# ---- madd_stream ----
### Met2 routing, madd_stream

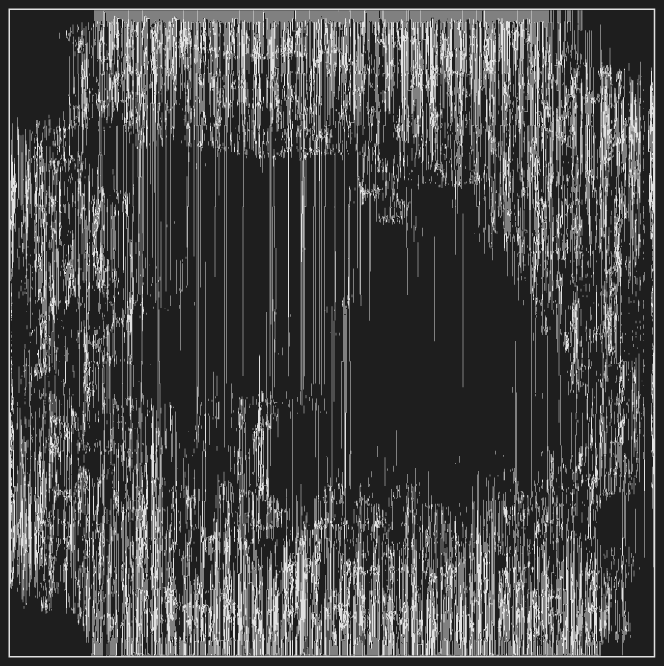

## src/rtl/madd_stream.sv

```systemverilog
// Streaming residual adder: element-wise a1+a2 of two ROWS x DIMENTION signed matrices,
// LANES elements per beat, with saturate/wrap mode, overflow flags, row/matrix framing and a job controller.
module madd_stream #(
   parameter int unsigned LANES        = 16,
   parameter int unsigned DIMENTION    = 768,
   parameter int unsigned ROWS         = 128,
   parameter int unsigned WIDTH_ADDEND = 32,
   parameter int unsigned WIDTH_SUM    = WIDTH_ADDEND
) (
   input  logic                          clk,
   input  logic                          rst_n,
   input  logic                          start,
   input  logic                          sat_mode,
   input  logic                          in_valid,
   output logic                          in_ready,
   input  logic [LANES*WIDTH_ADDEND-1:0] addend1,
   input  logic [LANES*WIDTH_ADDEND-1:0] addend2,
   output logic                          out_valid,
   input  logic                          out_ready,
   output logic [LANES*WIDTH_SUM-1:0]    sum,
   output logic                          out_last_row,
   output logic                          out_last,
   output logic                          ovf_beat,
   output logic                          ovf_sticky,
   output logic                          busy,
   output logic                          done
);

   localparam int unsigned BEATS = DIMENTION / LANES;
   localparam int unsigned COL_W = (BEATS > 1) ? $clog2(BEATS) : 1;
   localparam int unsigned ROW_W = (ROWS > 1) ? $clog2(ROWS) : 1;
   localparam int unsigned OUT_W = LANES * WIDTH_SUM;
   localparam int unsigned S_W   = WIDTH_ADDEND + 1;

   typedef enum logic [1:0] {
      ST_IDLE  = 2'd0,
      ST_RUN   = 2'd1,
      ST_DRAIN = 2'd2,
      ST_DONE  = 2'd3
   } state_t;

   state_t               state;
   logic                 sat_q;
   logic [COL_W-1:0]     col;
   logic [ROW_W-1:0]     row;
   logic                 accept;
   logic                 take;
   logic                 col_last;
   logic                 row_last;
   logic [OUT_W-1:0]     sum_next;
   logic [LANES-1:0]     lane_ovf;

   // Single output register: a new beat may enter whenever the register is empty or being drained.
   assign in_ready = (state == ST_RUN) && (!out_valid || out_ready);
   assign accept   = in_valid && in_ready;
   assign take     = out_valid && out_ready;
   assign col_last = (col == COL_W'(BEATS - 1));
   assign row_last = (row == ROW_W'(ROWS - 1));
   assign busy     = (state != ST_IDLE);
   assign done     = (state == ST_DONE);

   for (genvar i = 0; i < LANES; i++) begin : g_lane
      logic signed [S_W-1:0]    s;
      logic                     ovf;
      logic [WIDTH_SUM-1:0]     ext;
      logic [WIDTH_SUM-1:0]     clamp;

      assign s = S_W'($signed(addend1[i*WIDTH_ADDEND +: WIDTH_ADDEND]))
               + S_W'($signed(addend2[i*WIDTH_ADDEND +: WIDTH_ADDEND]));

      // A wider result holds every possible sum, so only the equal-width case can overflow.
      if (WIDTH_SUM > WIDTH_ADDEND) begin : g_wide
         assign ovf = 1'b0;
         assign ext = WIDTH_SUM'(s);
      end else begin : g_same
         assign ovf = s[S_W-1] ^ s[S_W-2];
         assign ext = WIDTH_SUM'(s[S_W-2:0]);
      end

      assign clamp = s[S_W-1] ? {1'b1, {(WIDTH_SUM-1){1'b0}}}
                              : {1'b0, {(WIDTH_SUM-1){1'b1}}};
      assign lane_ovf[i] = ovf;
      assign sum_next[i*WIDTH_SUM +: WIDTH_SUM] = (ovf && sat_q) ? clamp : ext;
   end

   // Job FSM, beat counters and the output register.
   always_ff @(posedge clk) begin : p_main
      if (!rst_n) begin
         state        <= ST_IDLE;
         sat_q        <= 1'b0;
         col          <= '0;
         row          <= '0;
         out_valid    <= 1'b0;
         sum          <= '0;
         out_last_row <= 1'b0;
         out_last     <= 1'b0;
         ovf_beat     <= 1'b0;
         ovf_sticky   <= 1'b0;
      end else begin
         case (state)
            ST_IDLE: begin
               if (start) begin
                  state      <= ST_RUN;
                  sat_q      <= sat_mode;
                  ovf_sticky <= 1'b0;
                  col        <= '0;
                  row        <= '0;
               end
            end
            ST_RUN: begin
               if (accept && col_last && row_last) begin
                  state <= ST_DRAIN;
               end
            end
            ST_DRAIN: begin
               if (take && out_last) begin
                  state <= ST_DONE;
               end
            end
            ST_DONE: begin
               state <= ST_IDLE;
            end
            default: begin
               state <= ST_IDLE;
            end
         endcase

         if (accept) begin
            col          <= col_last ? '0 : col + COL_W'(1);
            if (col_last) begin
               row <= row_last ? '0 : row + ROW_W'(1);
            end
            out_valid    <= 1'b1;
            sum          <= sum_next;
            out_last_row <= col_last;
            out_last     <= col_last && row_last;
            ovf_beat     <= |lane_ovf;
            ovf_sticky   <= ovf_sticky | (|lane_ovf);
         end else if (take) begin
            out_valid    <= 1'b0;
         end
      end
   end

endmodule
```

## config.mk

```make
export PLATFORM = sky130hd
export DESIGN_NAME = madd_stream
export DESIGN_NICKNAME = d
export VERILOG_FILES = /design/src/rtl/madd_stream.sv
export SDC_FILE = /design/constraint.sdc
export NUM_CORES = 2
export LEC_CHECK = 0
export CORE_AREA = 8 8 595 597
export DETAILED_ROUTE_END_ITERATION = 8
export DIE_AREA = 0 0 603 605
export PLACE_DENSITY = 0.3
export SETUP_SLACK_MARGIN = 0.2
export SLEW_MARGIN = 20
export SYNTH_ARGS = -nofsm -noshare
export SYNTH_HDL_FRONTEND = slang
export SYNTH_SLANG_ARGS = --single-unit
export TNS_END_PERCENT = 50
```

## constraint.sdc

```tcl
create_clock -name clk -period 6.1 [get_ports clk]
set_input_delay 1.83 -clock clk [delete_from_list [all_inputs] [get_ports clk]]
set_output_delay 1.83 -clock clk [all_outputs]
set_load 0.1 [all_outputs]
```

# ---- stack_param ----
[src/rtl/stack_pkg.sv]
// Shared command encoding and default geometry for the parametrised LIFO stack.
package stack_pkg;

    typedef enum logic [1:0] {
        CMD_NOP  = 2'd0,
        CMD_PUSH = 2'd1,
        CMD_POP  = 2'd2,
        CMD_GET  = 2'd3
    } stack_cmd_e;

    localparam int STACK_WIDTH = 4;
    localparam int STACK_DEPTH = 5;

endpackage

[src/rtl/stack_ptr_mod.sv]
// Ring-pointer adder/subtractor: o_ptr = (i_ptr +/- i_off) mod DEPTH, chosen by SUB.
// Valid for i_ptr < DEPTH and i_off <= DEPTH; DEPTH need not be a power of two.
module stack_ptr_mod #(
    parameter int DEPTH = 5,
    parameter bit SUB   = 1'b0,
    localparam int PTR_W = $clog2(DEPTH),
    localparam int OFF_W = $clog2(DEPTH + 1)
) (
    input  logic [PTR_W-1:0] i_ptr,
    input  logic [OFF_W-1:0] i_off,
    output logic [PTR_W-1:0] o_ptr
);
    localparam int EXT_W = OFF_W + 1;
    localparam logic [EXT_W-1:0] DEPTH_X = EXT_W'(DEPTH);

    logic [EXT_W-1:0] w_ptr_x;
    logic [EXT_W-1:0] w_off_x;
    logic [EXT_W-1:0] w_sum;
    logic [EXT_W-1:0] w_add;
    logic [EXT_W-1:0] w_sub;
    logic             w_unused;

    assign w_ptr_x = EXT_W'(i_ptr);
    assign w_off_x = EXT_W'(i_off);
    assign w_sum   = w_ptr_x + w_off_x;

    // Both operands stay below 2*DEPTH, so a single conditional correction wraps the result.
    assign w_add = (w_sum >= DEPTH_X) ? (w_sum - DEPTH_X) : w_sum;
    assign w_sub = (w_ptr_x >= w_off_x) ? (w_ptr_x - w_off_x) : (w_ptr_x + DEPTH_X - w_off_x);

    assign o_ptr    = SUB ? w_sub[PTR_W-1:0] : w_add[PTR_W-1:0];
    assign w_unused = ^{w_add[EXT_W-1:PTR_W], w_sub[EXT_W-1:PTR_W]};

endmodule

[src/rtl/stack_param.sv]
// Parametrised synchronous LIFO stack: ring storage, registered result, occupancy flags, error pulse.
// Define STACK_STRICT_OVERFLOW_EN to reject PUSH on a full stack instead of overwriting the oldest entry.
module stack_param
    import stack_pkg::*;
#(
    parameter int WIDTH = STACK_WIDTH,
    parameter int DEPTH = STACK_DEPTH,
    localparam int IDX_W = $clog2(DEPTH),
    localparam int CNT_W = $clog2(DEPTH + 1)
) (
    input  logic             CLK,
    input  logic             RESET,
    input  logic [1:0]       COMMAND,
    input  logic [IDX_W-1:0] INDEX,
    input  logic [WIDTH-1:0] I_DATA,
    output logic [WIDTH-1:0] O_DATA,
    output logic             O_VALID,
    output logic             ERR,
    output logic             FULL,
    output logic             EMPTY,
    output logic [CNT_W-1:0] COUNT
);
    logic [WIDTH-1:0] r_mem [DEPTH];
    logic [IDX_W-1:0] r_top;
    logic [CNT_W-1:0] r_count;
    logic [WIDTH-1:0] r_data;
    logic             r_valid;
    logic             r_err;

    stack_cmd_e       w_cmd;
    logic [IDX_W-1:0] w_top_inc;
    logic [IDX_W-1:0] w_top_dec;
    logic [IDX_W-1:0] w_get_addr;
    logic [CNT_W-1:0] w_idx_ext;
    logic [CNT_W-1:0] w_get_off;
    logic             w_full;
    logic             w_empty;
    logic             w_idx_ok;

    assign w_cmd     = stack_cmd_e'(COMMAND);
    assign w_full    = (r_count == CNT_W'(DEPTH));
    assign w_empty   = (r_count == '0);
    assign w_idx_ext = CNT_W'(INDEX);
    assign w_idx_ok  = (w_idx_ext < r_count);
    // Entry k below the top sits k+1 slots behind the free-slot pointer.
    assign w_get_off = w_idx_ext + CNT_W'(1);

    stack_ptr_mod #(.DEPTH(DEPTH), .SUB(1'b0)) u_top_inc (
        .i_ptr (r_top),
        .i_off (CNT_W'(1)),
        .o_ptr (w_top_inc)
    );

    stack_ptr_mod #(.DEPTH(DEPTH), .SUB(1'b1)) u_top_dec (
        .i_ptr (r_top),
        .i_off (CNT_W'(1)),
        .o_ptr (w_top_dec)
    );

    stack_ptr_mod #(.DEPTH(DEPTH), .SUB(1'b1)) u_get_addr (
        .i_ptr (r_top),
        .i_off (w_get_off),
        .o_ptr (w_get_addr)
    );

    always_ff @(posedge CLK) begin
        if (RESET) begin
            for (int i = 0; i < DEPTH; i++) begin
                r_mem[i] <= '0;
            end
            r_top   <= '0;
            r_count <= '0;
            r_data  <= '0;
            r_valid <= 1'b0;
            r_err   <= 1'b0;
        end else begin
            r_valid <= 1'b0;
            r_err   <= 1'b0;
            case (w_cmd)
                CMD_NOP: begin
                end
                CMD_PUSH: begin
                    if (!w_full) begin
                        r_mem[r_top] <= I_DATA;
                        r_top        <= w_top_inc;
                        r_count      <= r_count + CNT_W'(1);
                    end else begin
`ifdef STACK_STRICT_OVERFLOW_EN
                        r_err <= 1'b1;
`else
                        // Overwrites the oldest entry; COUNT stays saturated at DEPTH.
                        r_mem[r_top] <= I_DATA;
                        r_top        <= w_top_inc;
                        r_err        <= 1'b1;
`endif
                    end
                end
                CMD_POP: begin
                    if (w_empty) begin
                        r_err <= 1'b1;
                    end else begin
                        r_top   <= w_top_dec;
                        r_count <= r_count - CNT_W'(1);
                        r_data  <= r_mem[w_top_dec];
                        r_valid <= 1'b1;
                    end
                end
                CMD_GET: begin
                    if (w_idx_ok) begin
                        r_data  <= r_mem[w_get_addr];
                        r_valid <= 1'b1;
                    end else begin
                        r_err <= 1'b1;
                    end
                end
            endcase
        end
    end

    assign O_DATA  = r_data;
    assign O_VALID = r_valid;
    assign ERR     = r_err;
    assign COUNT   = r_count;
    assign FULL    = w_full;
    assign EMPTY   = w_empty;

endmodule

[config.mk]
export PLATFORM = sky130hd
export DESIGN_NAME = stack_param
export DESIGN_NICKNAME = d
export VERILOG_FILES = /design/src/rtl/stack_pkg.sv /design/src/rtl/stack_ptr_mod.sv /design/src/rtl/stack_param.sv
export SDC_FILE = /design/constraint.sdc
export NUM_CORES = 1
export LEC_CHECK = 0
export CAP_MARGIN = 30
export CORE_ASPECT_RATIO = 1.5
export CORE_MARGIN = 10
export CORE_UTILIZATION = 45
export DETAILED_ROUTE_END_ITERATION = 6
export GPL_TIMING_DRIVEN = 0
export PLACE_DENSITY = 0.63
export SYNTH_ARGS = -nofsm -noshare
export SYNTH_HDL_FRONTEND = slang
export SYNTH_HIERARCHICAL = 1
export SYNTH_SLANG_ARGS = --single-unit
[constraint.sdc]
create_clock -name CLK -period 5.5 [get_ports CLK]
set_clock_uncertainty 0.05 [all_clocks]
set_input_delay 1.1 -clock CLK [delete_from_list [all_inputs] [get_ports CLK]]
set_output_delay 1.1 -clock CLK [all_outputs]
set_load 0.01 [all_outputs]
# ---- transformation_scheduler ----
### src/rtl/transformation_scheduler.sv
// Sequences the feature-by-weight transformation pass: per weight column, load the column into
// the scratch pad, then stream every feature row and write one product element per (row, col).
module transformation_scheduler #(
    parameter int unsigned WEIGHT_COLS  = 3,
    parameter int unsigned FEATURE_ROWS = 6,
    parameter int unsigned ADDR_WIDTH   = 13,
    parameter int unsigned WEIGHT_BASE  = 0,
    parameter int unsigned FEATURE_BASE = 512,
    parameter int unsigned COL_W        = 2,
    parameter int unsigned ROW_W        = 3
) (
    input  logic                  clk,
    input  logic                  reset,
    input  logic                  start,
    input  logic                  mem_gnt,
    output logic                  mem_req,
    output logic [ADDR_WIDTH-1:0] mem_addr,
    output logic                  scratch_we,
    output logic                  prod_we,
    output logic [ROW_W-1:0]      prod_row,
    output logic [COL_W-1:0]      prod_col,
    output logic                  busy,
    output logic                  done
);

    localparam logic [COL_W-1:0]      LastCol = COL_W'(WEIGHT_COLS - 1);
    localparam logic [ROW_W-1:0]      LastRow = ROW_W'(FEATURE_ROWS - 1);
    localparam logic [ADDR_WIDTH-1:0] WBase   = ADDR_WIDTH'(WEIGHT_BASE);
    localparam logic [ADDR_WIDTH-1:0] FBase   = ADDR_WIDTH'(FEATURE_BASE);

    typedef enum logic [2:0] {
        StIdle,
        StReqW,
        StWaitW,
        StReqF,
        StWaitF,
        StDone
    } state_e;

    state_e           state_q;
    logic [COL_W-1:0] col_q;
    logic [ROW_W-1:0] row_q;

    always_ff @(posedge clk) begin
        if (reset) begin
            state_q <= StIdle;
            col_q   <= '0;
            row_q   <= '0;
        end else begin
            case (state_q)
                StIdle: begin
                    if (start) begin
                        col_q   <= '0;
                        row_q   <= '0;
                        state_q <= StReqW;
                    end
                end
                StReqW:  if (mem_gnt) state_q <= StWaitW;
                StWaitW: state_q <= StReqF;
                StReqF:  if (mem_gnt) state_q <= StWaitF;
                StWaitF: begin
                    // Rows are the inner loop; a new column reloads the scratch pad first.
                    if (row_q < LastRow) begin
                        row_q   <= row_q + ROW_W'(1);
                        state_q <= StReqF;
                    end else if (col_q < LastCol) begin
                        row_q   <= '0;
                        col_q   <= col_q + COL_W'(1);
                        state_q <= StReqW;
                    end else begin
                        state_q <= StDone;
                    end
                end
                StDone:  state_q <= StIdle;
                default: state_q <= StIdle;
            endcase
        end
    end

    always_comb begin
        mem_req    = 1'b0;
        mem_addr   = '0;
        scratch_we = 1'b0;
        prod_we    = 1'b0;
        prod_row   = '0;
        prod_col   = '0;
        busy       = (state_q != StIdle);
        done       = 1'b0;
        case (state_q)
            StReqW: begin
                mem_req  = 1'b1;
                mem_addr = WBase + ADDR_WIDTH'(col_q);
            end
            StWaitW: scratch_we = 1'b1;
            StReqF: begin
                mem_req  = 1'b1;
                mem_addr = FBase + ADDR_WIDTH'(row_q);
            end
            StWaitF: begin
                prod_we  = 1'b1;
                prod_row = row_q;
                prod_col = col_q;
            end
            StDone:  done = 1'b1;
            default: ;
        endcase
    end

endmodule

### config.mk
export PLATFORM = sky130hd
export DESIGN_NAME = transformation_scheduler
export DESIGN_NICKNAME = d
export VERILOG_FILES = /design/src/rtl/transformation_scheduler.sv
export SDC_FILE = /design/constraint.sdc
export NUM_CORES = 1
export LEC_CHECK = 0
export ABC_AREA = 1
export CAP_MARGIN = 20
export CORE_MARGIN = 5
export CORE_UTILIZATION = 43
export CTS_CLUSTER_DIAMETER = 80
export DETAILED_ROUTE_END_ITERATION = 6
export GPL_TIMING_DRIVEN = 0
export PLACE_DENSITY = 0.82
export SLEW_MARGIN = 20
export SYNTH_ARGS = -nofsm -noshare
export SYNTH_HDL_FRONTEND = slang
export SYNTH_SLANG_ARGS = --single-unit
### constraint.sdc
create_clock -name clk -period 2.35 [get_ports clk]
set_input_delay 0.47 -clock clk [delete_from_list [all_inputs] [get_ports clk]]
set_output_delay 0.47 -clock clk [all_outputs]
set_load 0.01 [all_outputs]
### Congestion heat map, madd_stream

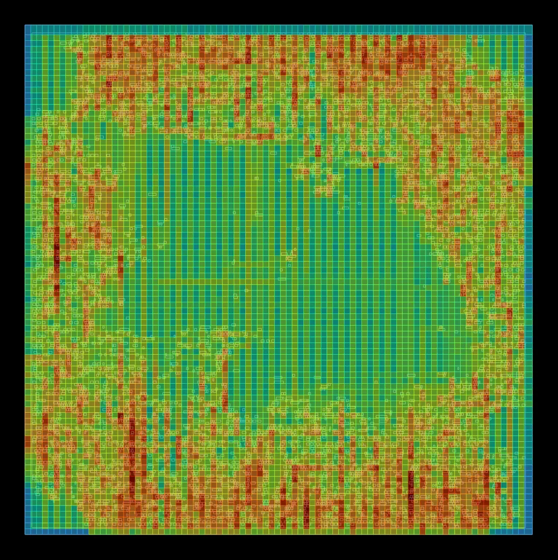
overall track demand over capacity in global routing: 17.1%
final routed wire length divided by cell count: 27.1 um
met2 Usage GRT: 33.5%
busiest layer in global routing: met2

### Wiring heat map, madd_stream

Scale bar: 200 um. 30 x 30 tiles, from black (low) to pale yellow (high), scaled to the fullest tile. Values are wire area over tile area, all layers added.
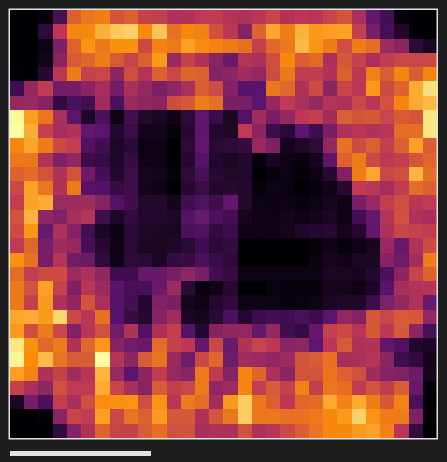
emptiest ninth of the die	center
tiles over half the peak	38%
nearly empty tiles	6.3%
fullest tile	0.37
mean over tiles	0.14

About 'Met2 routing' of madd_stream:
nets with wire on the layer	7747
longest straight run	302 um
share of all routed wire	54%
wirelength, routed: 330000 um
via total after detailed routing: 52.0k

==> run notes, madd_stream <==
State of the implementation.

- The flow ran to the end, and the final reports show no timing, DRC or antenna violations.
- The registers reported with the highest flop counts are sum: 512 flops, row: 7 flops, col: 6 flops.
- The floorplan report gives the top-level pin count as 1550.
- The area inside the core boundary is about 340000 um^2, for reference.
- The power consumed by sequential cells is a little under 5 mW, for reference.
- Per report_power, the Clock row totals 5.60 mW.
- The clock tree has to reach 533 sinks.
- 40 antenna diodes ended up in the layout.
- Per the post-CTS timing run, clock transition at the registers of the reported paths is roughly 70 ps.
- Nets still carrying antenna violations after routing amount to 0.
- The Yosys step of the flow raised 0 warnings.
- Per the post-synthesis report, the number of cells in the design is 5954.
- By startpoint and endpoint, the worst setup path is classified as input port to flop.
- The number of global-route vias before repair is 52.6k.
- As reported, the later end of the worst-skew pair has a clock insertion delay of 800 ps.
- Per the GRT congestion report, total overflow comes to 0.
- For this run the detailed placement stage logged an HPWL of around 280000 um.
- Per the post-synthesis stats, the area per cell is 7.49 um^2.
- On the critical path the largest part of the delay comes from AND-OR/OR-AND gates.
- The most critical hold endpoint after final layout shows a slack of 457 ps.
- The number of buffers added on ports is about 1.5k, for reference.
- The number of buffers added to fix hold violations after cts is 0, for reference.
- The worst min-delay path category is flop to flop, for reference.
- The synthesis-to-finish area growth is 56.3%, for reference.
- The sequential-to-total area share from yosys stat is 23.9%, for reference.
- The buffering overhead is 24.5%, for reference.
- The cell count after placement is 12.0k, for reference.
- Internal power comes to 11.6 mW.
- By instance count, the cell type seen most on the critical path is sky130_fd_sc_hd__buf_4.
- The register with the highest flop count is sum, for reference.
- The number of filler instances in the final layout is 38.7k, for reference.
- The standard cell with the maximum stage delay on the critical path is sky130_fd_sc_hd__clkdlybuf4s50_1, for reference.
- The clock passes through at most 4 buffers.
- The die extent in y is between 600 and 700 um, for reference.
- The routing usage on met1 is 18.6%, for reference.
- In this build the clock could be raised as far as 179 MHz.
- OpenROAD emitted warnings numbering 49.
- The cell accounting for the most synthesized area is sky130_fd_sc_hd__dfxtp_1, for reference.
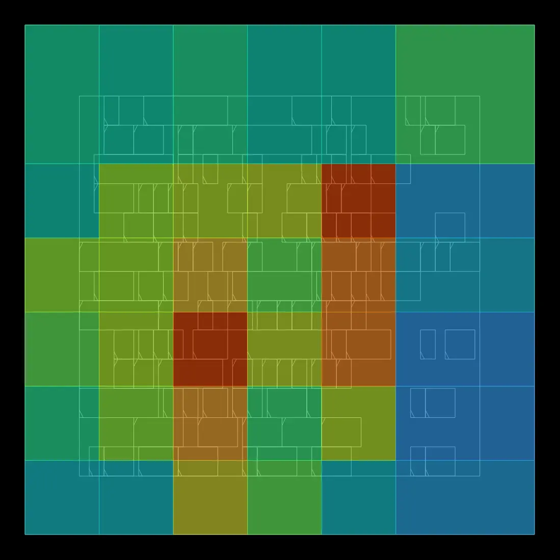
*Congestion heat map, transformation_scheduler*
met2 Usage GRT: 23.3%
overall track demand over capacity in global routing: 13.1%
busiest layer in global routing: met2

### Signal wires on met1, transformation_scheduler

Scale bar: 10 um.
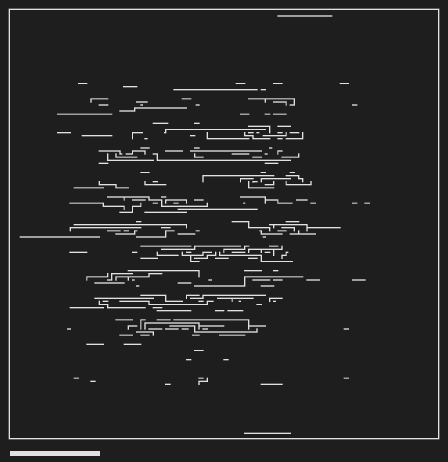
longest straight run	14.7 um
wire length on this layer	526 um
nets with wire on the layer	105
met1 Usage GRT: 16.6%
wirelength, routed: 1330 um
via total after detailed routing: 627

==> run notes, transformation_scheduler <==
State of the implementation.

- The combinational power reported by the tool is 125 uW.
- The clock passes through at most 2 buffers.
- The total internal power is 258 uW, for reference.
- In this run, the synthesized area fraction spent on adder and majority cells is recorded as 2.08%.
- The worst min-delay path category is flop to flop, for reference.
- The final critical path time including I/O delays and setup is 2190 ps, for reference.
- Along the worst path, the maximum fanout reaches 5.
- The flow ran to the end, and the final reports show no timing, DRC or antenna violations.
- The top contributor to total power is sequential cells, for reference.
- The total number of nets in the final design is 128, for reference.
- The top cell family by delay on the critical path is buffers and inverters, for reference.
- Synthesis handed over a netlist of slightly above 90 instances.
- The die is 47.4 um wide.
- By area, the combinational part of the netlist is dominated by simple AND/OR/NAND/NOR gates.
- For this run, the leading register cell type out of synthesis is sky130_fd_sc_hd__dfxtp_1.
- The final instance area is roughly 840 um^2, for reference.
- Between the synthesized netlist and the finished layout, the area growth was recorded as 40.3%.
- The die extent in y is between 40 and 50 um, for reference.
- The sort of element at the end of the critical path is an output pin, for reference.
- In the Yosys report, the sequential cells make up 26.6% of the chip area.
- Measured against the total synthesized area, the mux share comes to 0%.
- The share of power burned in registers is 40.3%, for reference.
### Congestion heat map, stack_param

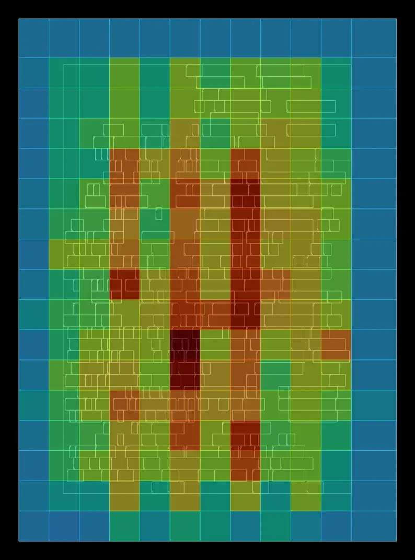
met2 Usage GRT: 24.1%
overall track demand over capacity in global routing: 13.4%
busiest layer in global routing: met2

==> run notes, stack_param <==
State of the implementation.

- The flow ran to the end, and the final reports show no timing, DRC or antenna violations.
- The transition at the pin with the smallest max-transition slack is 618 ps, for reference.
- In the floorplan report the effective utilization is 45.9%.
- The most used flip-flop cell is sky130_fd_sc_hd__edfxtp_1, for reference.
- The end point of the critical path is O_DATA[0], for reference.
- Multi-input logic gates represent a cell area share of 49.0%.
- Registers take 1200 um^2.
- The final instance area is 3410 um^2, for reference.
- Of the total power, combinational logic draws 43.3%.
- The fraction of synthesized cell area taken by the top area cell type is 32.5%, for reference.
- The final critical path time including I/O delays and setup is 4100 ps, for reference.
- The maximum clock insertion buffer count is 2, for reference.
- The final weighted congestion recorded by global placement is slightly below 0.8.
- The adder-cell share of the synthesized area is roughly 11%, for reference.
- The buffering overhead is 7.27%, for reference.
- The sequential-to-total area share from yosys stat is 40.6%, for reference.
- The worst setup path is of the input port to flop kind.
- The routing usage on met1 is 14.6%, for reference.
- In this run, the synthesized area fraction spent on AND-OR/OR-AND gates is recorded as 13.0%.
- The script computed the net switching share of total power as approximately a third.
- The clock latency reported for the late side of the worst-skew pair is about 300 ps, for reference.
- The final hold violation count recorded for this run is 0.
- The smallest hold slack is 497 ps, for reference.
- The floorplan die area is ~10000 um^2, for reference.
- The total leakage power is 1.36 nW, for reference.


==> layout pictures side by side <==
Local utilization.
(a)
Scale bar: 20 um. 9 x 12 tiles, from black (low) to pale yellow (high), 0 to 100% covered.
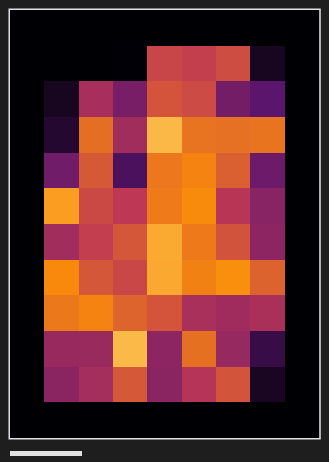
(b)
Scale bar: 10 um. 9 x 9 tiles, from black (low) to pale yellow (high), 0 to 100% covered.
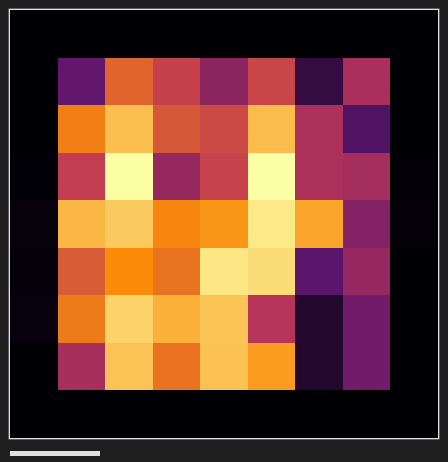
(c)
Scale bar: 200 um. 30 x 30 tiles, from black (low) to pale yellow (high), 0 to 100% covered.
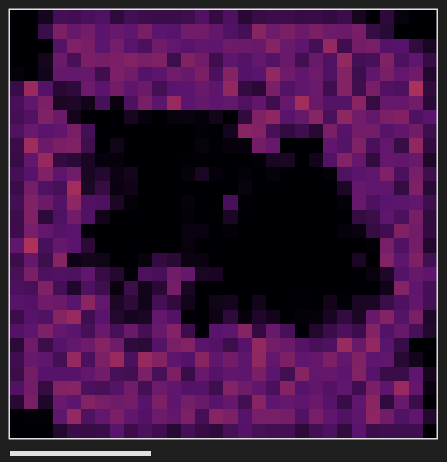
Of these, largest die: (c)
Of these, highest utilization: (b)
- stack_param = (a)
- transformation_scheduler = (b)
- madd_stream = (c)

Key to (c):
nearly empty tiles	24%
fullest tile	46%
emptiest ninth of the die	center
mean over tiles	18%

Power is estimated from default activity; no workload was simulated.
